# pwm_run_ctrl_module_flat

pwm_run_ctrl_module_flat, M2 wires:
Scale: 10 px per um.
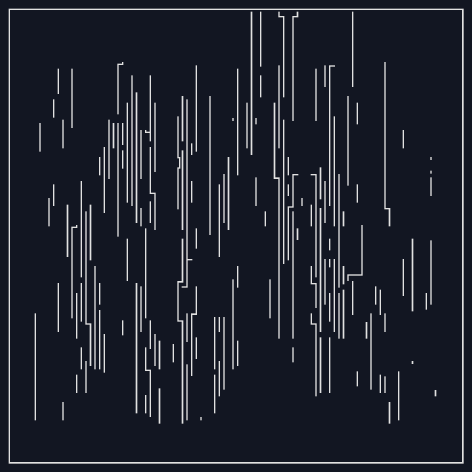
pwm_run_ctrl_module_flat, routed metal, one colour a layer:
Scale: 6 px per um. Only two layers are drawn.
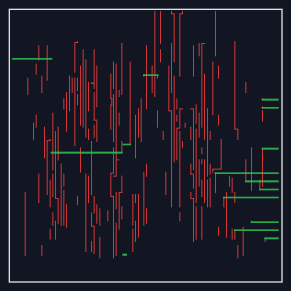
--- src/rtl/pwm_run_ctrl_if.sv ---
// Supervisor-side bundle for the PWM run/stop/fault sequencer: commands,
// fault inputs and carrier boundary pulse in; enable, e-stop, precharge,
// fault code and state out.
interface pwm_run_ctrl_if;
  logic       start_cmd_in;
  logic       stop_cmd_in;
  logic       fault_clear_in;
  logic       overcurrent_in;
  logic       gate_fault_in;
  logic       period_start_in;
  logic       pwm_enable_out;
  logic       emergency_stop_out;
  logic       precharge_out;
  logic [1:0] fault_code_out;
  logic [2:0] state_out;

  modport master (
    output start_cmd_in, stop_cmd_in, fault_clear_in,
    output overcurrent_in, gate_fault_in, period_start_in,
    input  pwm_enable_out, emergency_stop_out, precharge_out,
    input  fault_code_out, state_out
  );

  modport slave (
    input  start_cmd_in, stop_cmd_in, fault_clear_in,
    input  overcurrent_in, gate_fault_in, period_start_in,
    output pwm_enable_out, emergency_stop_out, precharge_out,
    output fault_code_out, state_out
  );
endinterface

--- src/rtl/pwm_run_ctrl_module.sv ---
// Run/stop/fault sequencer for the SVPWM output stage.
// Enable transitions are aligned to carrier period boundaries; hardware
// faults are filtered over FAULT_FILTER_CYCLES consecutive cycles.
// Optional feature macro: PWM_PRECHARGE_EN (bootstrap precharge state and
// its down-counter). Without it IDLE goes straight to ALIGN on start and
// precharge_out is tied low; the state encoding does not change.
module pwm_run_ctrl_module #(
  parameter logic [15:0] PRECHARGE_CYCLES    = 16'd10000,
  parameter logic [7:0]  FAULT_FILTER_CYCLES = 8'd4
) (
  input logic           sys_clk,
  input logic           reset_n,
  pwm_run_ctrl_if.slave bus
);

  localparam logic [2:0] ST_IDLE      = 3'd0;
  localparam logic [2:0] ST_PRECHARGE = 3'd1;
  localparam logic [2:0] ST_ALIGN     = 3'd2;
  localparam logic [2:0] ST_RUN       = 3'd3;
  localparam logic [2:0] ST_STOPPING  = 3'd4;
  localparam logic [2:0] ST_FAULT     = 3'd5;

  logic [2:0] state;
  logic [2:0] next_state;
  logic [7:0] flt_cnt;
  logic       fault_any;
  logic       fault_hit;
  logic       pre_done;
  logic       pwm_enable_r;
  logic       emergency_stop_r;
  logic       precharge_r;
  logic [1:0] fault_code_r;

  assign fault_any = bus.overcurrent_in | bus.gate_fault_in;
  // Fires exactly once per fault episode: on the edge where the streak
  // reaches FAULT_FILTER_CYCLES; the counter then saturates past the match.
  assign fault_hit = fault_any & (flt_cnt == (FAULT_FILTER_CYCLES - 8'd1));

  // Consecutive-cycle fault filter, saturating at FAULT_FILTER_CYCLES
  always_ff @(posedge sys_clk or negedge reset_n) begin
    if (!reset_n) begin
      flt_cnt <= 8'd0;
    end else if (!fault_any) begin
      flt_cnt <= 8'd0;
    end else if (flt_cnt != FAULT_FILTER_CYCLES) begin
      flt_cnt <= flt_cnt + 8'd1;
    end
  end

`ifdef PWM_PRECHARGE_EN
  logic [15:0] pre_cnt;

  assign pre_done = (pre_cnt == 16'd0);

  // Precharge down-counter: loaded on start, counts to zero in PRECHARGE
  always_ff @(posedge sys_clk or negedge reset_n) begin
    if (!reset_n) begin
      pre_cnt <= 16'd0;
    end else if ((state == ST_IDLE) && (next_state == ST_PRECHARGE)) begin
      pre_cnt <= PRECHARGE_CYCLES - 16'd1;
    end else if ((state == ST_PRECHARGE) && !pre_done) begin
      pre_cnt <= pre_cnt - 16'd1;
    end
  end
`else
  logic unused_precharge_cfg;

  assign pre_done             = 1'b1;
  assign unused_precharge_cfg = ^PRECHARGE_CYCLES;
`endif

  // Next-state decode: fault_hit outranks stop, stop outranks start
  always_comb begin
    next_state = state;
    if ((state != ST_FAULT) && fault_hit) begin
      next_state = ST_FAULT;
    end else begin
      case (state)
        ST_IDLE: begin
          if (bus.stop_cmd_in) begin
            next_state = ST_IDLE;
          end else if (bus.start_cmd_in) begin
`ifdef PWM_PRECHARGE_EN
            next_state = ST_PRECHARGE;
`else
            next_state = ST_ALIGN;
`endif
          end
        end
        ST_PRECHARGE: begin
`ifdef PWM_PRECHARGE_EN
          if (bus.stop_cmd_in) begin
            next_state = ST_IDLE;
          end else if (pre_done) begin
            next_state = ST_ALIGN;
          end
`else
          // Unreachable without precharge; fall back to a safe state.
          next_state = ST_IDLE;
`endif
        end
        ST_ALIGN: begin
          if (bus.stop_cmd_in) begin
            next_state = ST_IDLE;
          end else if (bus.period_start_in) begin
            next_state = ST_RUN;
          end
        end
        ST_RUN: begin
          // A boundary pulse coinciding with stop is not consumed here.
          if (bus.stop_cmd_in) begin
            next_state = ST_STOPPING;
          end
        end
        ST_STOPPING: begin
          if (bus.period_start_in) begin
            next_state = ST_IDLE;
          end
        end
        ST_FAULT: begin
          if (bus.fault_clear_in && !fault_any) begin
            next_state = ST_IDLE;
          end
        end
        default: begin
          next_state = ST_IDLE;
        end
      endcase
    end
  end

  // State register
  always_ff @(posedge sys_clk or negedge reset_n) begin
    if (!reset_n) begin
      state <= ST_IDLE;
    end else begin
      state <= next_state;
    end
  end

  // Outputs registered from next_state so they move on the same edge as state
  always_ff @(posedge sys_clk or negedge reset_n) begin
    if (!reset_n) begin
      pwm_enable_r     <= 1'b0;
      emergency_stop_r <= 1'b0;
      precharge_r      <= 1'b0;
      fault_code_r     <= 2'b00;
    end else begin
      pwm_enable_r     <= (next_state == ST_RUN) || (next_state == ST_STOPPING);
      emergency_stop_r <= (next_state == ST_FAULT);
`ifdef PWM_PRECHARGE_EN
      precharge_r      <= (next_state == ST_PRECHARGE);
`else
      precharge_r      <= 1'b0;
`endif
      if ((state != ST_FAULT) && (next_state == ST_FAULT)) begin
        fault_code_r <= {bus.gate_fault_in, bus.overcurrent_in};
      end
    end
  end

  assign bus.pwm_enable_out     = pwm_enable_r;
  assign bus.emergency_stop_out = emergency_stop_r;
  assign bus.precharge_out      = precharge_r;
  assign bus.fault_code_out     = fault_code_r;
  assign bus.state_out          = state;

endmodule

--- src/flat_wrapper.sv ---
// flat-port wrapper written by rule: the top's interface ports become plain ports
module pwm_run_ctrl_module_flat 
#(
  parameter logic [15:0] PRECHARGE_CYCLES    = 16'd10000,
  parameter logic [7:0]  FAULT_FILTER_CYCLES = 8'd4
)
  (sys_clk, reset_n, bus_start_cmd_in, bus_stop_cmd_in, bus_fault_clear_in, bus_overcurrent_in, bus_gate_fault_in, bus_period_start_in, bus_pwm_enable_out, bus_emergency_stop_out, bus_precharge_out, bus_fault_code_out, bus_state_out);
  pwm_run_ctrl_if bus_i ();
  input logic sys_clk;
  input logic reset_n;
  input wire logic [$bits(bus_i.start_cmd_in)-1:0] bus_start_cmd_in;
  input wire logic [$bits(bus_i.stop_cmd_in)-1:0] bus_stop_cmd_in;
  input wire logic [$bits(bus_i.fault_clear_in)-1:0] bus_fault_clear_in;
  input wire logic [$bits(bus_i.overcurrent_in)-1:0] bus_overcurrent_in;
  input wire logic [$bits(bus_i.gate_fault_in)-1:0] bus_gate_fault_in;
  input wire logic [$bits(bus_i.period_start_in)-1:0] bus_period_start_in;
  output wire logic [$bits(bus_i.pwm_enable_out)-1:0] bus_pwm_enable_out;
  output wire logic [$bits(bus_i.emergency_stop_out)-1:0] bus_emergency_stop_out;
  output wire logic [$bits(bus_i.precharge_out)-1:0] bus_precharge_out;
  output wire logic [$bits(bus_i.fault_code_out)-1:0] bus_fault_code_out;
  output wire logic [$bits(bus_i.state_out)-1:0] bus_state_out;
  assign bus_i.start_cmd_in = bus_start_cmd_in;
  assign bus_i.stop_cmd_in = bus_stop_cmd_in;
  assign bus_i.fault_clear_in = bus_fault_clear_in;
  assign bus_i.overcurrent_in = bus_overcurrent_in;
  assign bus_i.gate_fault_in = bus_gate_fault_in;
  assign bus_i.period_start_in = bus_period_start_in;
  assign bus_pwm_enable_out = bus_i.pwm_enable_out;
  assign bus_emergency_stop_out = bus_i.emergency_stop_out;
  assign bus_precharge_out = bus_i.precharge_out;
  assign bus_fault_code_out = bus_i.fault_code_out;
  assign bus_state_out = bus_i.state_out;
  pwm_run_ctrl_module #(.PRECHARGE_CYCLES(PRECHARGE_CYCLES), .FAULT_FILTER_CYCLES(FAULT_FILTER_CYCLES)) u_core (.sys_clk(sys_clk), .reset_n(reset_n), .bus(bus_i));
endmodule
--- config.mk ---
export PLATFORM = sky130hd
export DESIGN_NAME = pwm_run_ctrl_module_flat
export DESIGN_NICKNAME = d
export VERILOG_FILES = /design/src/rtl/pwm_run_ctrl_if.sv /design/src/rtl/pwm_run_ctrl_module.sv /design/src/flat_wrapper.sv
export SDC_FILE = /design/constraint.sdc
export NUM_CORES = 1
export LEC_CHECK = 0
export ABC_AREA = 1
export CAP_MARGIN = 0
export CORE_MARGIN = 2
export CORE_UTILIZATION = 49
export DETAILED_ROUTE_END_ITERATION = 8
export HOLD_SLACK_MARGIN = 0.03
export PLACE_DENSITY_LB_ADDON = 0.2
export SLEW_MARGIN = 20
export SYNTH_ARGS = -nofsm -noshare
export SYNTH_HDL_FRONTEND = slang
export SYNTH_SLANG_ARGS = --single-unit
--- constraint.sdc ---
create_clock -name sys_clk -period 1.39 [get_ports sys_clk]
set_input_delay 0.278 -clock sys_clk [delete_from_list [all_inputs] [get_ports sys_clk]]
set_output_delay 0.278 -clock sys_clk [all_outputs]
set_load 0.02 [all_outputs]
==> notes.md <==
Results of the implementation run.

The run finished with clean final reports. The total tool warning count came out at 28. The worst hold-check path type is primary input to async pin. For reference, the mux area share after synthesis is 0.

Of the post-synthesis cell area, the dominant cell type holds 0.451. The length of routed met2 wiring is 800 um. The chip area from the yosys synthesis statistics is 832 sq um. By count the netlist is led by sky130_fd_sc_hd__dfrtp_1, sky130_fd_sc_hd__inv_1, sky130_fd_sc_hd__nor2_1, sky130_fd_sc_hd__nand2_1, sky130_fd_sc_hd__a21oi_1. Per the power-grid run, VDD falls by no more than around 1.1 mV.

By area, the combinational part of the netlist is dominated by simple AND/OR/NAND/NOR gates. Per the CTS log, the maximum H-tree level is 1. In the post-synthesis netlist, the cell with the most instances is sky130_fd_sc_hd__dfrtp_1.

The count of antenna diodes in the layout is 0. The clock root buffer is sky130_fd_sc_hd__clkbuf_4. Once placement finished, the instance area stood at between 1000 and 1500 sq um. Listed in order, past its start point the critical path passes dlygate4sd2_1. The maximum clock skew at final layout is 8.27 ps. The share of the clock period used by the worst path is 0.964.

The routing usage on met1 came out at 0.212. The number of nets at floorplan came out at 109. The tree built by TritonCTS fans out to 15 sinks. The overall power after layout is 1.81 mW.

The final tally of setup violations is 0. The compound-gate portion of the synthesized area is 0.134. Summed over all nets, wire length on met3 after detailed routing comes to 70 um. The required time reported for the critical path endpoint came out at 1110 ps.

Setup repair after global routing could not meet its margin everywhere. STA classifies the critical path endpoint as a primary output. The floorplan step set the die width to 45.2 um. The number of enable flip-flop cells came out at 0. For reference, the most critical setup path is categorized as register to primary output.

For the final routed database, the setup TNS stands at 0 ps. The simple-gate share of the synthesized area is 0.286. The floorplan utilization came out at 0.540.
Notes on 'M2 wires' of pwm_run_ctrl_module_flat above:
longest straight run: 18.7 um
main direction: vertical
nets with wire on the layer: 112
wire length on this layer: 801 um
global routing usage on met2: 0.334
Final Routed Wirelength: 1630 um
via count: 718

Notes on 'routed metal, one colour a layer' of pwm_run_ctrl_module_flat above:
[red] met2 | wire length: 801 um
[green] met3 | wire length: 70.6 um
GRT Util Overall: 0.190
per-cell routed wire length: 11.4 um

[power breakdown]
group          switching, mW  internal, mW  total, mW  leakage [nW]
clock                  0.150         0.107      0.257        0.0177
combinational          0.507         0.375      0.882         0.358
sequential            0.0949         0.576      0.670         0.195
[how the worst max path moves through the flow]
| stage | start | end | slack (ps) | depth (start not counted) |
|---|---|---|---|---|
| floorplan | u_core.flt_cnt[0] | u_core.flt_cnt[0] | 110 | 7 |
| global placement | bus_gate_fault_in | u_core.flt_cnt[1] | -190 | 7 |
| detailed placement | bus_gate_fault_in | u_core.flt_cnt[1] | -220 | 7 |
| CTS | u_core.flt_cnt[1] | u_core.flt_cnt[1] | 30 | 6 |
| global route | u_core.flt_cnt[1] | u_core.bus.pwm_enable_out | -60 | 9 |
| finish | u_core.bus.state_out[2] | bus_state_out[2] | 50 | 1 |
[area by class of cell]
class	count	area (sq um)
clock buffers	3	22.5
clock inverters	1	5.00
fillers	130	448
inverters	16	60.1
multi-input cells	66	397
flip-flops and latches	15	375
well taps	16	20.0
repair buffers	25	214
[what timing repair did]
item | 4_1_cts | 5_1_grt
setup buffers | 0 | 0
gates resized | 7 | 6
endpoints found under the setup margin | 7 | 6
pin swaps | 0 | 5

# lockable_reg_bank_ctrl

lockable_reg_bank_ctrl, I/O nets highlighted:
Scale: 3 px per um.
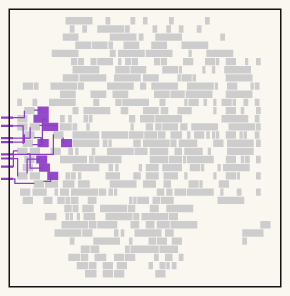
lockable_reg_bank_ctrl, M2 wires:
Scale: 4 px per um.
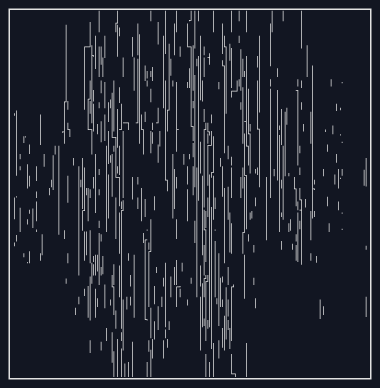
$ cat config.mk
export PLATFORM = sky130hd
export DESIGN_NAME = lockable_reg_bank_ctrl
export DESIGN_NICKNAME = d
export VERILOG_FILES = /design/src/rtl/lockable_reg_bank_ctrl.sv
export SDC_FILE = /design/constraint.sdc
export NUM_CORES = 1
export LEC_CHECK = 0
export CORE_AREA = 2 2 88 90
export DETAILED_ROUTE_END_ITERATION = 8
export DIE_AREA = 0 0 90 92
export GPL_ROUTABILITY_DRIVEN = 0
export SETUP_SLACK_MARGIN = 0.4
export SYNTH_ARGS = -nofsm -noshare
export SYNTH_HDL_FRONTEND = slang
export SYNTH_SLANG_ARGS = --single-unit
$ cat constraint.sdc
create_clock -name clk -period 2.03 [get_ports clk]
set_clock_uncertainty 0.2 [all_clocks]
set_input_delay 0.5075 -clock clk [delete_from_list [all_inputs] [get_ports clk]]
set_output_delay 0.5075 -clock clk [all_outputs]
set_load 0.02 [all_outputs]
$ cat src/rtl/lockable_reg_bank_ctrl.sv
// Two-requester round-robin arbiter in front of a bank of sticky-lockable config registers.
// Commands run IDLE -> EXEC -> RESP; locked or out-of-range targets get an error response.
module lockable_reg_bank_ctrl #(
  parameter int NUM_REGS = 4,
  parameter int DATA_W   = 8,
  parameter int ADDR_W   = 2
) (
  input  logic                       clk,
  input  logic                       rst_n,
  input  logic                       req_a,
  input  logic                       op_a,
  input  logic [ADDR_W-1:0]          addr_a,
  input  logic [DATA_W-1:0]          wdata_a,
  output logic                       ack_a,
  output logic                       err_a,
  input  logic                       req_b,
  input  logic                       op_b,
  input  logic [ADDR_W-1:0]          addr_b,
  input  logic [DATA_W-1:0]          wdata_b,
  output logic                       ack_b,
  output logic                       err_b,
  input  logic                       global_lock,
  output logic [NUM_REGS*DATA_W-1:0] reg_q,
  output logic [NUM_REGS-1:0]        lock_q,
  output logic                       busy
);

  typedef enum logic [1:0] {IDLE, EXEC, RESP} state_t;

  localparam logic [ADDR_W:0] NREGS_W = (ADDR_W+1)'(NUM_REGS);

  state_t                     state_q, state_d;
  logic                       rr_prio_q, rr_prio_d;  // 0 = A has priority, 1 = B
  logic                       win_q, win_d;          // 0 = A, 1 = B
  logic                       op_q, op_d;
  logic [ADDR_W-1:0]          addr_q, addr_d;
  logic [DATA_W-1:0]          wdata_q, wdata_d;
  logic                       err_q, err_d;
  logic [NUM_REGS*DATA_W-1:0] reg_d;
  logic [NUM_REGS-1:0]        lock_d;
  logic                       grant_b;
  logic                       in_range;
  logic                       locked;

  always_ff @(posedge clk or negedge rst_n) begin
    if (!rst_n) begin
      state_q   <= IDLE;
      rr_prio_q <= 1'b0;
      win_q     <= 1'b0;
      op_q      <= 1'b0;
      addr_q    <= '0;
      wdata_q   <= '0;
      err_q     <= 1'b0;
      reg_q     <= '0;
      lock_q    <= '0;
    end else begin
      state_q   <= state_d;
      rr_prio_q <= rr_prio_d;
      win_q     <= win_d;
      op_q      <= op_d;
      addr_q    <= addr_d;
      wdata_q   <= wdata_d;
      err_q     <= err_d;
      reg_q     <= reg_d;
      lock_q    <= lock_d;
    end
  end

  always_comb begin
    state_d   = state_q;
    rr_prio_d = rr_prio_q;
    win_d     = win_q;
    op_d      = op_q;
    addr_d    = addr_q;
    wdata_d   = wdata_q;
    err_d     = err_q;
    reg_d     = reg_q;
    lock_d    = lock_q;
    locked    = 1'b0;
    grant_b   = req_b & (~req_a | rr_prio_q);
    in_range  = ({1'b0, addr_q} < NREGS_W);

    case (state_q)
      IDLE: begin
        if (req_a | req_b) begin
          win_d     = grant_b;
          op_d      = grant_b ? op_b    : op_a;
          addr_d    = grant_b ? addr_b  : addr_a;
          wdata_d   = grant_b ? wdata_b : wdata_a;
          rr_prio_d = ~grant_b;
          state_d   = EXEC;
        end
      end
      EXEC: begin
        state_d = RESP;
        if (!in_range) begin
          err_d = 1'b1;
        end else begin
          // global_lock seen in this same cycle already blocks the write
          locked = lock_q[addr_q] | global_lock;
          if (op_q) begin
            lock_d[addr_q] = 1'b1;
            err_d          = 1'b0;
          end else if (locked) begin
            err_d = 1'b1;
          end else begin
            reg_d[addr_q*DATA_W +: DATA_W] = wdata_q;
            err_d                          = 1'b0;
          end
        end
      end
      RESP:    state_d = IDLE;
      default: state_d = IDLE;
    endcase

    if (global_lock) lock_d = '1;
  end

  assign ack_a = (state_q == RESP) & ~win_q;
  assign ack_b = (state_q == RESP) &  win_q;
  assign err_a = ack_a & err_q;
  assign err_b = ack_b & err_q;
  assign busy  = (state_q != IDLE);

endmodule

==> notes.md <==
Results of the implementation run.

The area of the chip is 8280 sq um. For this run, the leading register cell type out of synthesis is sky130_fd_sc_hd__dfrtp_1. The remaining design rule violation count is 0. The critical path's top delay family is flip-flops.

Overall routing resource usage recorded by global route was 0.143. The first-pass iteration count of the detailed router is 4. The required time reported for the critical path endpoint came out at 1320 ps. In this run the worst setup path begins at win_q. The total internal power is 2.29 mW. The clock slew at the register clock pins of the worst setup and hold paths is 90 ps. The setup TNS after final layout came out at 0 ps.

Per the Yosys statistics, synthesis produced 220 cells. The worst setup path is captured at a primary output. The terminating pin of the worst hold path is rr_prio_q. Looking at the critical path, the single cell with the biggest stage delay is sky130_fd_sc_hd__dfrtp_1.

The clock sink total is 52. The total combinational power came out at 1.58 mW. The power per standard cell area came out at about 1000 nW/um^2. The number of cells upsized or downsized after cts came out at a little over 200. The number of nets still failing antenna checks after routing is 0.

The number of antenna diodes in the final layout is 0. In this run the worst hold path is classified as primary input to register. Logged for this run, the post-placement worst setup slack is -182 ps. The clock group total power is around 0.6 mW. The highest clock rate came out at 515 MHz. The commonest cells after synthesis are sky130_fd_sc_hd__dfrtp_1, sky130_fd_sc_hd__mux2i_1, sky130_fd_sc_hd__nand2_1, sky130_fd_sc_hd__inv_1.

The relative slew slack came out at 0.686. The mapped netlist covers 2510 sq um. The flow ran to the end, and the final reports show no timing, DRC or antenna violations.

The layout net count is 350. TritonCTS built the clock tree. The count of routing violations after the opening detailed-route iteration came out at 60. The highest-count logic cell in the final layout is sky130_fd_sc_hd__dfrtp_1. The routed length per placed instance is between 10 and 15 um. The max-slew violation count came out at 0.

Setup repair after global routing could not meet its margin everywhere. The site row count is 32. Counting flops with a built-in enable in the synthesized netlist gives 0. The depth of the CTS H-tree is 2.

The switching power summed over all nets is 1.35 mW. The async set-reset flop share out of synthesis is 1.00. The timing report gives the biggest stage delay along the critical path as roughly 430 ps.

The main area contributors are sky130_fd_sc_hd__dfrtp_1, sky130_fd_sc_hd__mux2i_1, sky130_fd_sc_hd__mux2_2. The setup slack after layout is 86.8 ps. The logic gate share of total power is 0.434.

The number of non-filler instances in the completed layout is 418. By instance count, the leading cell after synthesis is sky130_fd_sc_hd__dfrtp_1. In this run, synthesis produced a sequential element count of about 52. According to the Yosys statistics, the synthesized design has a chip area of around 2500 sq um. The overall die height is around 92 um. With fillers left out, the area of the finished cells amounts to 3580 sq um. The fraction of the core area covered by cells at the end of the flow came out at 0.481.

The via count of the first global-routing pass is 1966. The number of buffers created by CTS came out at 5.
About 'I/O nets highlighted' of lockable_reg_bank_ctrl:
[purple] wdata_a | bits: 8 | direction: input | end cells: 8 | buffers: 8 | wire: 129 um
Buffers on Ports: 67
top-level I/O count: 68

About 'M2 wires' of lockable_reg_bank_ctrl:
main direction: vertical
nets with wire on the layer: 291
global routing usage on met2: 0.231
via count: 1875
Final Routed Wirelength: 5630 um

## area by class of cell
cell class	instances	area, sq um
Fill cell	747	3870
Tap cell	102	128
Sequential cell	52	1300
Clock buffer	7	86.3
Timing Repair Buffer	95	744
Inverter	23	88.8
Multi-Input combinational cell	138	1220
Clock inverter	1	7.51
## worst max path at each step
stage / cells past startpoint / endpoint
6_report: 3 / err_b
3_5_place_dp: 5 / reg_q[31]
4_1_cts: 3 / err_b
3_3_place_gp: 5 / reg_q[28]
2_1_floorplan: 6 / reg_q[10]
5_1_grt: 3 / err_a
## registers in the layout (all words and copies together), names as in the netlist
register	flops
reg_q	32
state_q	2
win_q	1
addr_q	2
wdata_q	8
err_q	1
rr_prio_q	1
op_q	1
lock_q	4
## kinds of logic after synthesis
family / count (synthesis) / share of synthesized area
AND-OR/OR-AND: 22 / 0.0528
buffers and inverters: 30 / 0.0538
adder cells (fa/ha/maj): 8 / 0.0398
flip-flops: 52 / 0.518
multiplexers: 45 / 0.187
AND/OR/NAND/NOR: 63 / 0.148
## layer usage
metal  vias up  global-route usage  wire [um]
met5         -                   0          0
met4         0              0.0308         55
met3         5              0.0378        277
met2        45               0.231       2670
met1       899               0.194       2630
li1        926                   -          -

# division_sequencer

division_sequencer, ports around the boundary:
Scale: 4 px per um. Pins as bars across the die edge, other pins in grey.
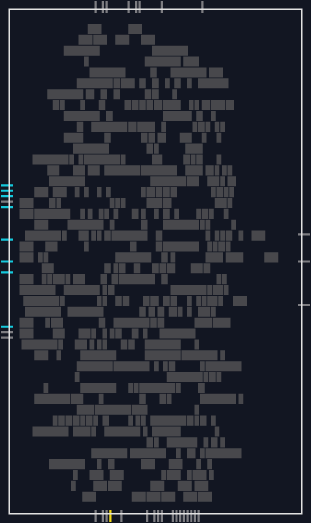
division_sequencer, I/O nets highlighted:
Scale: 3 px per um.
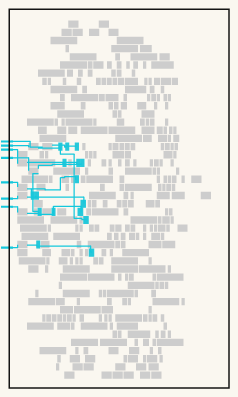
### src/rtl/div_pkg.sv
// Shared types and defaults for the sequential restoring divider.
package div_pkg;

  typedef enum logic [1:0] {
    IDLE = 2'd0,
    RUN  = 2'd1,
    DONE = 2'd2
  } div_state_t;

  localparam int unsigned DIV_W_DEFAULT = 8;

endpackage

### src/rtl/div_step.sv
// One restoring-division step: shift in the next dividend bit, trial-subtract the divisor.
module div_step #(
  parameter int unsigned W = 8
) (
  input  logic [W:0]   p_i,
  input  logic         q_msb_i,
  input  logic [W-1:0] b_i,
  output logic [W:0]   p_o,
  output logic         q_bit_o
);

  logic [W+1:0] shifted;
  logic [W+1:0] trial;

  // One extra bit of headroom lets the borrow be read straight off the MSB.
  always_comb begin
    shifted = {p_i, q_msb_i};
    trial   = shifted - {2'b00, b_i};
    if (trial[W+1]) begin
      p_o     = shifted[W:0];
      q_bit_o = 1'b0;
    end else begin
      p_o     = trial[W:0];
      q_bit_o = 1'b1;
    end
  end

endmodule

### src/rtl/division_sequencer.sv
// Sequential restoring divider: one quotient bit per clock behind a start/busy/done handshake.
module division_sequencer
  import div_pkg::*;
#(
  parameter int unsigned N = DIV_W_DEFAULT
) (
  input  logic         clk,
  input  logic         rst,
  input  logic         start,
  input  logic [N-1:0] dividend,
  input  logic [N-1:0] divisor,
  output logic         busy,
  output logic         done,
  output logic         result_valid,
  output logic [N-1:0] quotient,
  output logic [N-1:0] remainder,
  output logic         div_by_zero
);

  localparam int unsigned CNT_W = $clog2(N);
  localparam logic [CNT_W-1:0] CNT_LAST = CNT_W'(N - 1);

  div_state_t       state_q, state_d;
  logic [N-1:0]     qs_q, qs_d;
  logic [N-1:0]     bs_q, bs_d;
  logic [N:0]       p_q, p_d;
  logic [CNT_W-1:0] cnt_q, cnt_d;
  logic [N-1:0]     quotient_q, quotient_d;
  logic [N-1:0]     remainder_q, remainder_d;
  logic             result_valid_q, result_valid_d;
  logic             div_by_zero_q, div_by_zero_d;

  logic [N:0]       p_next;
  logic             q_bit;
  logic             accept;

  div_step #(.W(N)) u_step (
    .p_i     (p_q),
    .q_msb_i (qs_q[N-1]),
    .b_i     (bs_q),
    .p_o     (p_next),
    .q_bit_o (q_bit)
  );

  always_comb begin
    state_d        = state_q;
    qs_d           = qs_q;
    bs_d           = bs_q;
    p_d            = p_q;
    cnt_d          = cnt_q;
    quotient_d     = quotient_q;
    remainder_d    = remainder_q;
    result_valid_d = result_valid_q;
    div_by_zero_d  = div_by_zero_q;
    accept         = 1'b0;

    case (state_q)
      IDLE: accept = start;
      RUN: begin
        qs_d = {qs_q[N-2:0], q_bit};
        p_d  = p_next;
        if (cnt_q == CNT_LAST) begin
          quotient_d     = {qs_q[N-2:0], q_bit};
          remainder_d    = p_next[N-1:0];
          result_valid_d = 1'b1;
          state_d        = DONE;
        end else begin
          cnt_d = cnt_q + 1'b1;
        end
      end
      DONE: begin
        accept  = start;
        state_d = IDLE;
      end
      default: state_d = IDLE;
    endcase

    // A zero divisor completes on the accepting edge itself, skipping RUN.
    if (accept) begin
      qs_d           = dividend;
      bs_d           = divisor;
      p_d            = '0;
      cnt_d          = '0;
      result_valid_d = 1'b0;
      div_by_zero_d  = 1'b0;
      if (divisor == '0) begin
        quotient_d     = '1;
        remainder_d    = dividend;
        div_by_zero_d  = 1'b1;
        result_valid_d = 1'b1;
        state_d        = DONE;
      end else begin
        state_d = RUN;
      end
    end
  end

  always_ff @(posedge clk or posedge rst) begin
    if (rst) begin
      state_q        <= IDLE;
      qs_q           <= '0;
      bs_q           <= '0;
      p_q            <= '0;
      cnt_q          <= '0;
      quotient_q     <= '0;
      remainder_q    <= '0;
      result_valid_q <= 1'b0;
      div_by_zero_q  <= 1'b0;
    end else begin
      state_q        <= state_d;
      qs_q           <= qs_d;
      bs_q           <= bs_d;
      p_q            <= p_d;
      cnt_q          <= cnt_d;
      quotient_q     <= quotient_d;
      remainder_q    <= remainder_d;
      result_valid_q <= result_valid_d;
      div_by_zero_q  <= div_by_zero_d;
    end
  end

  assign busy         = (state_q == RUN);
  assign done         = (state_q == DONE);
  assign result_valid = result_valid_q;
  assign quotient     = quotient_q;
  assign remainder    = remainder_q;
  assign div_by_zero  = div_by_zero_q;

endmodule
### config.mk
export PLATFORM = sky130hd
export DESIGN_NAME = division_sequencer
export DESIGN_NICKNAME = d
export VERILOG_FILES = /design/src/rtl/div_pkg.sv /design/src/rtl/div_step.sv /design/src/rtl/division_sequencer.sv
export SDC_FILE = /design/constraint.sdc
export NUM_CORES = 1
export LEC_CHECK = 0
export ABC_AREA = 1
export CAP_MARGIN = 20
export CORE_ASPECT_RATIO = 1.75
export CORE_UTILIZATION = 30
export DETAILED_ROUTE_END_ITERATION = 7
export GPL_TIMING_DRIVEN = 0
export HOLD_SLACK_MARGIN = 0.02
export PLACE_DENSITY = 0.55
export SYNTH_ARGS = -nofsm -noshare
export SYNTH_HDL_FRONTEND = slang
export SYNTH_SLANG_ARGS = --single-unit
### constraint.sdc
create_clock -name clk -period 3.79 [get_ports clk]
set_clock_uncertainty 0.05 [all_clocks]
set_input_delay 0.758 -clock clk [delete_from_list [all_inputs] [get_ports clk]]
set_output_delay 0.758 -clock clk [all_outputs]
set_load 0.02 [all_outputs]
==> notes.md <==
Results of the implementation run.

The layout net count came out at 394. The worst setup path endpoint is busy. Clock network power for this build is 0.451 mW.

The flip-flop and latch count after synthesis came out at 48. The report counts max-capacitance violations totalling 0. According to the report, the first pass of detailed routing completed in 4 iterations. The initial antenna violation count came out at 0.

The floorplan utilization is 0.314. The flip-flop cell with the highest count after synthesis is sky130_fd_sc_hd__dfrtp_1. In the final timing run, aggregate negative setup slack is 0 ps. The net switching share of the total power is 0.466. Per STA, the highest per-stage delay on the worst path measures 720 ps. The depth of the worst hold-timing path is 2. The share of the clock period used by the worst path is 0.764. In this run the clock root is driven by a sky130_fd_sc_hd__clkbuf_16.

Of the total synthesized cell area, the portion taken by full adders, half adders and majority gates is 0.0553. The routed length per placed instance is 14.5 um. OpenSTA lists the critical path startpoint as state_q[1]. The cell area that synthesis handed to floorplanning was 2630 sq um. The setup fix buffers added after clock tree synthesis is 0. The run finished with clean final reports. The timing report attributes the biggest portion of critical-path delay to buffers and inverters.
Notes on 'ports around the boundary' of division_sequencer above:
[yellow] result_valid | pins: 1 | direction: output | edge: bottom
[cyan] dividend | pins: 8 | direction: input | edge: left
all pins by edge: 17 bottom, 11 left, 8 top, 3 right
width of the die: 72.7 um
Buffers on Ports: 38

Notes on 'I/O nets highlighted' of division_sequencer above:
[cyan] dividend | bits: 8 | direction: input | end cells: 16 | buffers: 8 | wire: 241 um
top-level I/O count: 39

registers in the layout, indices dropped and copies added, names as in the netlist:
signal        flops
p_q               9
bs_q              8
qs_q              8
quotient          8
remainder         8
cnt_q             3
state_q           2
div_by_zero       1
result_valid      1
routing by layer:
metal	vias up	wire length (um)	track usage
met4	0	153	0.0681
met3	11	202	0.0224
met5	-	0	0
met2	42	3990	0.319
met1	1091	2630	0.179
li1	1138	-	-
final cells by class:
class,count,area share
Sequential cell,48,0.362
Multi-Input combinational cell,211,0.359
Timing Repair Buffer,39,0.121
Inverter,49,0.0554
Tap cell,115,0.0433
Clock buffer,7,0.0430
Buffer,10,0.0147
Clock inverter,1,0.00226
stage by stage:
| step | area, sq um | hold slack [ps] | worst slack, ps | std cells |
|---|---|---|---|---|
| 6_report | 3320 | 434 | 894 | 480 |
| 4_1_cts | 3320 | 444 | 885 | 480 |
| 2_1_floorplan | 2630 | 403 | 1840 | 318 |
| 3_5_place_dp | 3170 | 428 | 1180 | 472 |
| 5_1_grt | 3320 | 457 | 845 | 480 |
| 3_3_place_gp | 3150 | 415 | 813 | 471 |

# fsm_resp_capture_flat

fsm_resp_capture_flat, routed metal, one colour a layer:
Scale: 2 px per um. Only two layers are drawn.
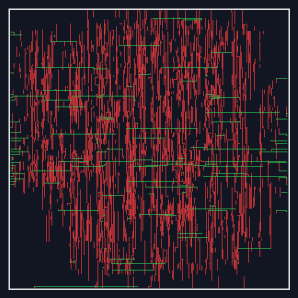
fsm_resp_capture_flat, M2 wires:
Scale: 3 px per um.
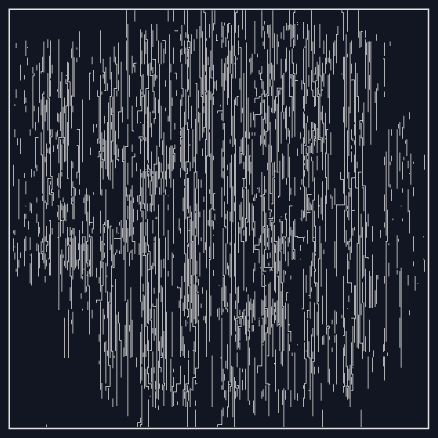
### src/rtl/fsm_resp_capture_if.sv
// Capture bundle between the response-capture block and its consumer.
// Stimulus/control in one direction, FIFO head and status in the other.
interface fsm_resp_capture_if #(
  parameter int DEPTH = 8,
  parameter int TS_W  = 8
);
  localparam int CW = $clog2(DEPTH) + 1;

  logic            clr;
  logic            en;
  logic [16:0]     y_in;
  logic            rd_en;
  logic [TS_W+16:0] rd_data;
  logic            rd_valid;
  logic            full;
  logic [CW-1:0]   count;
  logic            overflow;
  logic [16:0]     sig;
  logic [1:0]      state;

  modport master (
    output clr, en, y_in, rd_en,
    input  rd_data, rd_valid, full, count,
    input  overflow, sig, state
  );

  modport slave (
    input  clr, en, y_in, rd_en,
    output rd_data, rd_valid, full, count,
    output overflow, sig, state
  );
endinterface

### src/rtl/fsm_resp_capture.sv
// Samples controller response vectors, logs changes with timestamps
// into a show-ahead FIFO and folds every sample into a MISR.
module fsm_resp_capture #(
  parameter int DEPTH = 8,
  parameter int TS_W  = 8
) (
  input logic clk,
  input logic rst,
  fsm_resp_capture_if.slave bus
);
  localparam int AW = $clog2(DEPTH);
  localparam int CW = AW + 1;
  localparam int W  = TS_W + 17;

  typedef enum logic [1:0] {
    IDLE  = 2'd0,
    RUN   = 2'd1,
    PAUSE = 2'd2
  } state_t;

  state_t        st;
  logic [TS_W-1:0] ts;
  logic [16:0]   prev;
  logic [16:0]   sig;
  logic          ovf;
  logic [AW-1:0] wp;
  logic [AW-1:0] rp;
  logic [CW-1:0] cnt;
  logic [W-1:0]  mem [DEPTH];

  logic        sample;
  logic        push_req;
  logic        pop;
  logic        is_full;
  logic        push_ok;
  logic        drop;
  logic [16:0] sig_nx;

  assign sample   = bus.en & ~bus.clr;
  assign push_req = sample & ((st == IDLE) | (bus.y_in != prev));
  assign is_full  = (cnt == CW'(DEPTH));
  assign pop      = bus.rd_en & (cnt != '0) & ~bus.clr;
  // A full FIFO still accepts a push when the head leaves in the same cycle.
  assign push_ok  = push_req & (~is_full | pop);
  assign drop     = push_req & is_full & ~pop;

  // x^17 + x^3 + 1: feedback from bit 16 into taps 0 and 3.
  always_comb begin
    sig_nx    = {sig[15:0], sig[16]} ^ bus.y_in;
    sig_nx[3] = sig_nx[3] ^ sig[16];
  end

  always_ff @(posedge clk or posedge rst) begin
    if (rst) begin
      st   <= IDLE;
      ts   <= '0;
      prev <= '0;
      sig  <= '0;
      ovf  <= 1'b0;
      wp   <= '0;
      rp   <= '0;
      cnt  <= '0;
    end else if (bus.clr) begin
      st   <= IDLE;
      ts   <= '0;
      prev <= '0;
      sig  <= '0;
      ovf  <= 1'b0;
      wp   <= '0;
      rp   <= '0;
      cnt  <= '0;
    end else begin
      unique case (st)
        IDLE:    if (bus.en) st <= RUN;
        RUN:     if (!bus.en) st <= PAUSE;
        PAUSE:   if (bus.en) st <= RUN;
        default: st <= IDLE;
      endcase
      if (sample) begin
        ts   <= ts + 1'b1;
        prev <= bus.y_in;
        sig  <= sig_nx;
      end
      if (drop) ovf <= 1'b1;
      if (push_ok) wp <= wp + 1'b1;
      if (pop) rp <= rp + 1'b1;
      unique case ({push_ok, pop})
        2'b10:   cnt <= cnt + 1'b1;
        2'b01:   cnt <= cnt - 1'b1;
        default: cnt <= cnt;
      endcase
    end
  end

  always_ff @(posedge clk) begin
    if (push_ok) mem[wp] <= {ts, bus.y_in};
  end

  assign bus.rd_data  = mem[rp];
  assign bus.rd_valid = (cnt != '0);
  assign bus.full     = is_full;
  assign bus.count    = cnt;
  assign bus.overflow = ovf;
  assign bus.sig      = sig;
  assign bus.state    = st;
endmodule

### src/flat_wrapper.sv
// flat-port wrapper written by rule: the top's interface ports become plain ports
module fsm_resp_capture_flat 
#(
  parameter int DEPTH = 8,
  parameter int TS_W  = 8
)
  (clk, rst, bus_clr, bus_en, bus_y_in, bus_rd_en, bus_rd_data, bus_rd_valid, bus_full, bus_count, bus_overflow, bus_sig, bus_state);
  fsm_resp_capture_if #(.DEPTH(DEPTH), .TS_W(TS_W)) bus_i ();
  input logic clk;
  input logic rst;
  input wire logic [$bits(bus_i.clr)-1:0] bus_clr;
  input wire logic [$bits(bus_i.en)-1:0] bus_en;
  input wire logic [$bits(bus_i.y_in)-1:0] bus_y_in;
  input wire logic [$bits(bus_i.rd_en)-1:0] bus_rd_en;
  output wire logic [$bits(bus_i.rd_data)-1:0] bus_rd_data;
  output wire logic [$bits(bus_i.rd_valid)-1:0] bus_rd_valid;
  output wire logic [$bits(bus_i.full)-1:0] bus_full;
  output wire logic [$bits(bus_i.count)-1:0] bus_count;
  output wire logic [$bits(bus_i.overflow)-1:0] bus_overflow;
  output wire logic [$bits(bus_i.sig)-1:0] bus_sig;
  output wire logic [$bits(bus_i.state)-1:0] bus_state;
  assign bus_i.clr = bus_clr;
  assign bus_i.en = bus_en;
  assign bus_i.y_in = bus_y_in;
  assign bus_i.rd_en = bus_rd_en;
  assign bus_rd_data = bus_i.rd_data;
  assign bus_rd_valid = bus_i.rd_valid;
  assign bus_full = bus_i.full;
  assign bus_count = bus_i.count;
  assign bus_overflow = bus_i.overflow;
  assign bus_sig = bus_i.sig;
  assign bus_state = bus_i.state;
  fsm_resp_capture #(.DEPTH(DEPTH), .TS_W(TS_W)) u_core (.clk(clk), .rst(rst), .bus(bus_i));
endmodule
### config.mk
export PLATFORM = sky130hd
export DESIGN_NAME = fsm_resp_capture_flat
export DESIGN_NICKNAME = d
export VERILOG_FILES = /design/src/rtl/fsm_resp_capture_if.sv /design/src/rtl/fsm_resp_capture.sv /design/src/flat_wrapper.sv
export SDC_FILE = /design/constraint.sdc
export NUM_CORES = 1
export LEC_CHECK = 0
export ABC_CLOCK_PERIOD_IN_PS = 3570
export CAP_MARGIN = 15
export CORE_UTILIZATION = 55
export CTS_BUF_LIST = sky130_fd_sc_hd__clkbuf_4 sky130_fd_sc_hd__clkbuf_8
export DETAILED_ROUTE_END_ITERATION = 8
export PLACE_DENSITY = 0.79
export SETUP_SLACK_MARGIN = 0.05
export SLEW_MARGIN = 20
export SYNTH_ARGS = -nofsm -noshare
export SYNTH_HDL_FRONTEND = slang
export SYNTH_SLANG_ARGS = --single-unit
### constraint.sdc
create_clock -name clk -period 3.57 [get_ports clk]
set_input_delay 0.714 -clock clk [delete_from_list [all_inputs] [get_ports clk]]
set_output_delay 0.714 -clock clk [all_outputs]
set_load 0.03 [all_outputs]
==> notes.md <==
Results of the implementation run.

The compound-gate portion of the synthesized area is 0.0239. Data on the critical path arrives at its endpoint at 2670 ps. TritonRoute reported its final design rule violation total as 4.

STA classifies the critical path startpoint as a register. The peak supply drop came out at 0.480 mV. The run finished, with violations left. TritonCTS built the clock tree. The checks that failed: design-rule violations. The cell depth of the worst flop-to-flop path is 13. The synthesis run shows the most used standard cells to be sky130_fd_sc_hd__edfxtp_1, sky130_fd_sc_hd__dfrtp_1, sky130_fd_sc_hd__nor2_1, sky130_fd_sc_hd__mux4_2, sky130_fd_sc_hd__mux2_2. The count of yosys warnings during synthesis is 0. The setup slack after layout came out at ~190 ps. The leakage power came out at 4.53 nW.

The non-clock inverter total of the final layout came out at 2. In this run the tool buffered the top-level ports with 72 buffer cells. The signed area change from the synthesized netlist to the final layout is 21.4%. The clock slew at the register clock pins of the worst setup and hold paths is 60 ps.
About 'routed metal, one colour a layer' of fsm_resp_capture_flat:
[red] met2 | wire length: 10700 um
[green] met3 | wire length: 1240 um
via count: 5671
per-cell routed wire length: 22.4 um
GRT Util Overall: 0.231
Final Routed Wirelength: 21500 um

About 'M2 wires' of fsm_resp_capture_flat:
nets with wire on the layer: 660
share of all routed wire: 50%
global routing usage on met2: 0.377

==> power breakdown <==
| group | internal (mW) | switching [mW] |
|---|---|---|
| combinational | 0.856 | 0.882 |
| clock | 1.37 | 1.04 |
| sequential | 3.30 | 0.0929 |
==> how the worst max path moves through the flow <==
stage,start,to,slack [ps],depth (start not counted)
global route,bus_y_in[15],u_core.bus.count[3],70,15
detailed placement,bus_y_in[15],u_core.bus.count[3],-220,15
floorplan,u_core.bus.count[0],u_core.mem[2][0],290,5
CTS,u_core.rp[0],bus_rd_data[11],160,4
global placement,bus_y_in[15],u_core.bus.count[3],-50,15
finish,u_core.rp[0],bus_rd_data[10],190,4
==> layer usage <==
layer	GRT usage	share of wire	vias to the layer above	routed length, um
li1	-	-	2483	-
met1	0.319	0.42	2954	9090
met2	0.377	0.50	196	10700
met3	0.0351	0.058	38	1240
met4	0.0895	0.022	0	465
met5	0	0	-	0
==> sequential cells by signal, indices dropped and copies added, names as in the netlist <==
signal and cells:
u_core.bus.overflow 1, u_core.rp 3, u_core.bus.sig 17, u_core.ts 8
u_core.wp 3, u_core.bus.count 4, u_core.prev 17, u_core.mem 200
u_core.bus.state 2

# fetch_ctrl

fetch_ctrl, cell placement:
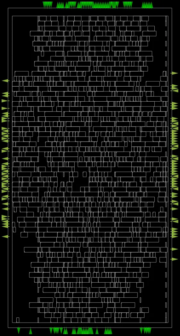
fetch_ctrl, routed metal, one colour a layer:
Scale: 2 px per um. Only two layers are drawn.
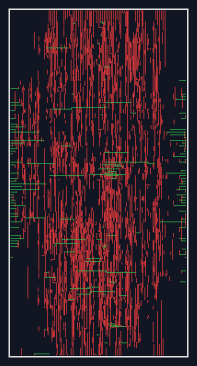
fetch_ctrl, I/O nets highlighted:
Scale: 2 px per um.
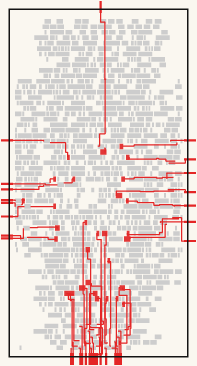
<file path="config.mk">
export PLATFORM = sky130hd
export DESIGN_NAME = fetch_ctrl
export DESIGN_NICKNAME = d
export VERILOG_FILES = /design/src/rtl/fetch_ctrl.sv
export SDC_FILE = /design/constraint.sdc
export NUM_CORES = 1
export LEC_CHECK = 0
export CORE_ASPECT_RATIO = 2
export CORE_MARGIN = 2
export CORE_UTILIZATION = 50
export DETAILED_ROUTE_END_ITERATION = 8
export PLACE_DENSITY = 0.77
export SKIP_LAST_GASP = 1
export SYNTH_ARGS = -nofsm -noshare
export SYNTH_HDL_FRONTEND = slang
export SYNTH_SLANG_ARGS = --single-unit
</file>
<file path="constraint.sdc">
create_clock -name clk -period 7.6 [get_ports clk]
set_clock_uncertainty 0.1 [all_clocks]
set_input_delay 1.52 -clock clk [delete_from_list [all_inputs] [get_ports clk]]
set_output_delay 1.52 -clock clk [all_outputs]
set_load 0.02 [all_outputs]
</file>
<file path="src/rtl/fetch_ctrl.sv">
// Instruction-fetch sequencer: walks the PC through a word-indexed imem and
// hands {pc, instr} to decode through a 2-entry prefetch buffer.
module fetch_ctrl #(
  parameter int          DWIDTH   = 32,
  parameter int          AWIDTH   = 5,
  parameter logic [31:0] RESET_PC = 32'h0000_0000
) (
  input  logic              clk,
  input  logic              reset,
  input  logic              fetch_en,
  output logic [31:0]       imem_addr,
  input  logic [DWIDTH-1:0] imem_instr,
  input  logic              redirect_valid,
  input  logic [31:0]       redirect_pc,
  output logic              out_valid,
  input  logic              out_ready,
  output logic [DWIDTH-1:0] out_instr,
  output logic [31:0]       out_pc,
  output logic              misalign
);

  typedef enum logic [1:0] {
    IDLE,
    RUN,
    STALL
  } state_t;

  state_t            state;
  logic [31:0]       pc;

  // The head entry lives directly in the out_* registers; slot_* is the second entry.
  logic              slot_valid;
  logic [31:0]       slot_pc;
  logic [DWIDTH-1:0] slot_instr;

  logic full;
  logic pop;
  logic push;

  assign full      = out_valid & slot_valid;
  assign pop       = out_valid & out_ready;
  assign push      = (state != IDLE) & fetch_en & ~redirect_valid & (~full | pop);
  assign imem_addr = {{(32 - AWIDTH){1'b0}}, pc[AWIDTH+1:2]};

  always_ff @(posedge clk) begin
    if (reset) begin
      state      <= IDLE;
      pc         <= RESET_PC;
      out_valid  <= 1'b0;
      out_pc     <= 32'd0;
      out_instr  <= '0;
      slot_valid <= 1'b0;
      slot_pc    <= 32'd0;
      slot_instr <= '0;
      misalign   <= 1'b0;
    end else begin
      misalign <= redirect_valid & (redirect_pc[1:0] != 2'b00);

      if (redirect_valid) begin
        // Flush wins over any concurrent pop; the PC is always aligned down.
        pc         <= {redirect_pc[31:2], 2'b00};
        out_valid  <= 1'b0;
        slot_valid <= 1'b0;
        state      <= fetch_en ? RUN : IDLE;
      end else begin
        if (push) begin
          pc <= pc + 32'd4;
        end

        if (pop) begin
          if (slot_valid) begin
            out_pc    <= slot_pc;
            out_instr <= slot_instr;
            if (push) begin
              slot_pc    <= pc;
              slot_instr <= imem_instr;
            end else begin
              slot_valid <= 1'b0;
            end
          end else if (push) begin
            out_pc    <= pc;
            out_instr <= imem_instr;
          end else begin
            out_valid <= 1'b0;
          end
        end else if (push) begin
          if (out_valid) begin
            slot_pc    <= pc;
            slot_instr <= imem_instr;
            slot_valid <= 1'b1;
          end else begin
            out_pc    <= pc;
            out_instr <= imem_instr;
            out_valid <= 1'b1;
          end
        end

        case (state)
          IDLE: begin
            if (fetch_en) state <= RUN;
          end
          RUN: begin
            if (!fetch_en) begin
              state <= IDLE;
            end else if (!pop && (full || (out_valid && push))) begin
              state <= STALL;
            end
          end
          STALL: begin
            if (!fetch_en) begin
              state <= IDLE;
            end else if (pop) begin
              state <= RUN;
            end
          end
          default: state <= IDLE;
        endcase
      end
    end
  end

endmodule

</file>
==> notes.md <==
Results of the implementation run.

The run finished with clean final reports. The final estimated routing congestion in global placement came out at around 0.86. The peak supply drop is roughly 0.16 mV.

Per the layout area report, the combinational fraction of cell area is 0.395. The mapped netlist covers roughly 7000 sq um. Setup repair after global routing left no endpoint under its margin. The number of enable flip-flop cells came out at 0. The final-layout fill cell count is 1207. The power per standard cell area came out at 198 nW/um^2. For reference, the top cells by count after synthesis are sky130_fd_sc_hd__dfxtp_1, sky130_fd_sc_hd__nand2_1, sky130_fd_sc_hd__nor2_1, sky130_fd_sc_hd__a21oi_1. The OpenROAD report gives the critical path a data arrival time of 5440 ps. The number of non-filler instances in the completed layout is ~1200.

The layer carrying the most global-route usage is met2. The floorplan utilization is 0.511. The routing usage on met1 is 0.289. TritonRoute reported its final design rule violation total as 0. The area taken by multi-input combinational cells is reported as 3520 sq um. The area occupied by registers is 3180 sq um. In the final report, the number of endpoints failing setup comes to 0.

The number of cells upsized or downsized after cts is 0. The depth of the CTS H-tree came out at 4. The design draws 1.77 mW. Summing over the stages, the warning tally comes to 26. The final max-slew violation count recorded for this run is 0. The most frequent cell after synthesis is sky130_fd_sc_hd__dfxtp_1. The final layout report lists a non-clock buffer count of 143. The setup path with the least slack is of type primary input to register. The final hold slack is 352 ps. The chip area from the yosys synthesis statistics came out at about 7100 sq um. The site row count came out at 61. The worst pin sits at a relative slew slack of 0.317.

Per STA, the highest per-stage delay on the worst path measures between 700 and 800 ps. The routing usage on met3 came out at 0.0453. The class occupying the most area after layout is reported as multi-input combinational cells. The count of antenna diodes in the layout is 0. The final HPWL from detailed placement came out at 11500 um. The first-pass iteration count of the detailed router is 5.

The top cell type in the final layout, fill and taps aside, is sky130_fd_sc_hd__dfxtp_1. The logic depth of the worst path, buffers included is 11. The setup slack at placement came out at 1910 ps. The share of Yosys cell area claimed by the top area cell type came out at 0.446.

The fraction of standard cell area that is sequential came out at 0.356. The pin count of the biggest net entering global routing is slightly below 100. The worst setup path is launched from a primary input. The clock slew at the register clock pins of the worst setup and hold paths came out at 60 ps. Among the stages of the critical path, the cell type that occurs most often is sky130_fd_sc_hd__buf_4. The final timing report lists a hold violation count of 0. The insertion delay of the later-clocked pin in the worst-skew pair is 420 ps. Counting flops and latches in the post-synthesis netlist gives 159. The hold-fix buffer count after cts is 0. For the worst setup path, the data required time is a little under 8000 ps. The number of logic gates came out at 621. Per the STA report, the cell with the highest stage delay on the worst path is sky130_fd_sc_hd__o21a_4.

The final-layout clock-cell area share is 0.0617. The instance count after placement with tap cells included is 1118. The highest clock rate is between 150 and 200 MHz. After routing, the total negative slack on setup checks comes to 0 ps. The buffering overhead is 0.158.

Yosys stat counts 861 cells in the synthesized netlist. The via count of the first global-routing pass was 5813. In the layout the commonest cells are sky130_fd_sc_hd__dfxtp_1, sky130_fd_sc_hd__nand2_1, sky130_fd_sc_hd__clkdlybuf4s50_1, sky130_fd_sc_hd__nor2_1, sky130_fd_sc_hd__a21oi_1.
Notes on 'cell placement' of fetch_ctrl above:
flop count: 159
core area: 14000 sq um
Well Taps: 189

Notes on 'routed metal, one colour a layer' of fetch_ctrl above:
[red] met2 | wire length: 8920 um
[green] met3 | wire length: 704 um
GRT Util Overall: 0.234
via count: 6266
Final Routed Wirelength: 17200 um
per-cell routed wire length: 15.0 um

Notes on 'I/O nets highlighted' of fetch_ctrl above:
[red] redirect_pc | bits: 32 | direction: input | end cells: 31 | buffers: 32 | wire: 1250 um
Buffers on Ports: 137
top-level I/O count: 167

final timing paths:
path	startpoint	end	slack, ps
worst min-delay path	slot_pc[6]	slot_pc[6]	350
worst max register to register	out_valid	out_pc[21]	3730
worst max-delay path	redirect_valid	out_pc[21]	2390
worst min register to register	slot_pc[6]	slot_pc[6]	350
logic make-up (layout without fill, tap and decap cells):
family	after synthesis	after routing	share of synthesized area
adder cells (fa/ha/maj)	2	2	0.00351
AND-OR/OR-AND	196	196	0.175
flip-flops	159	159	0.446
buffers and inverters	109	181	0.0787
AND/OR/NAND/NOR	322	322	0.196
other	1	29	0.000525
multiplexers	65	65	0.0917
XOR/XNOR	7	7	0.00859
layer usage:
metal,vias up,share of wire
met2,185,0.52
met1,2915,0.41
met3,35,0.041
li1,3131,-
met4,0,0.032
met5,-,0
power by group:
part | switching (mW) | internal, mW | leakage [nW]
combinational | 0.0663 | 0.0572 | 1.76
clock | 0.353 | 0.432 | 0.247
sequential | 0.0194 | 0.844 | 1.29
total | 0.439 | 1.33 | 3.30
registers in the layout, indices dropped and copies added (netlist names):
register    count
state           2
out_valid       1
out_pc         30
slot_pc        30
out_instr      32
slot_instr     32
pc             30
misalign        1
slot_valid      1


==> screenshots <==
Cell placement.
panel A
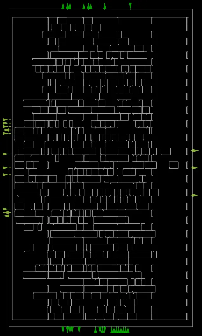
panel B
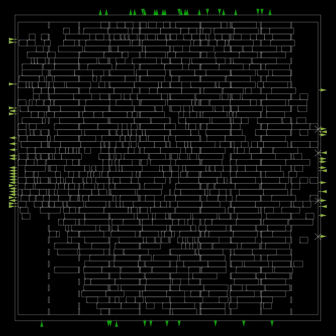
panel C
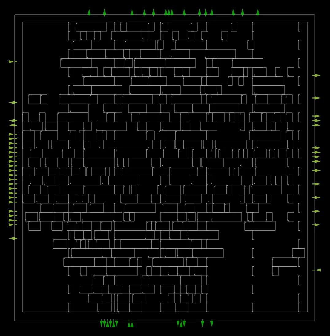
- highest utilization: panel B
- lowest utilization: panel A
Panel B is fsm_resp_capture_flat.
Panel A is division_sequencer.
Panel C is lockable_reg_bank_ctrl.

No activity file was given, so power comes from the tool's default toggle rates.
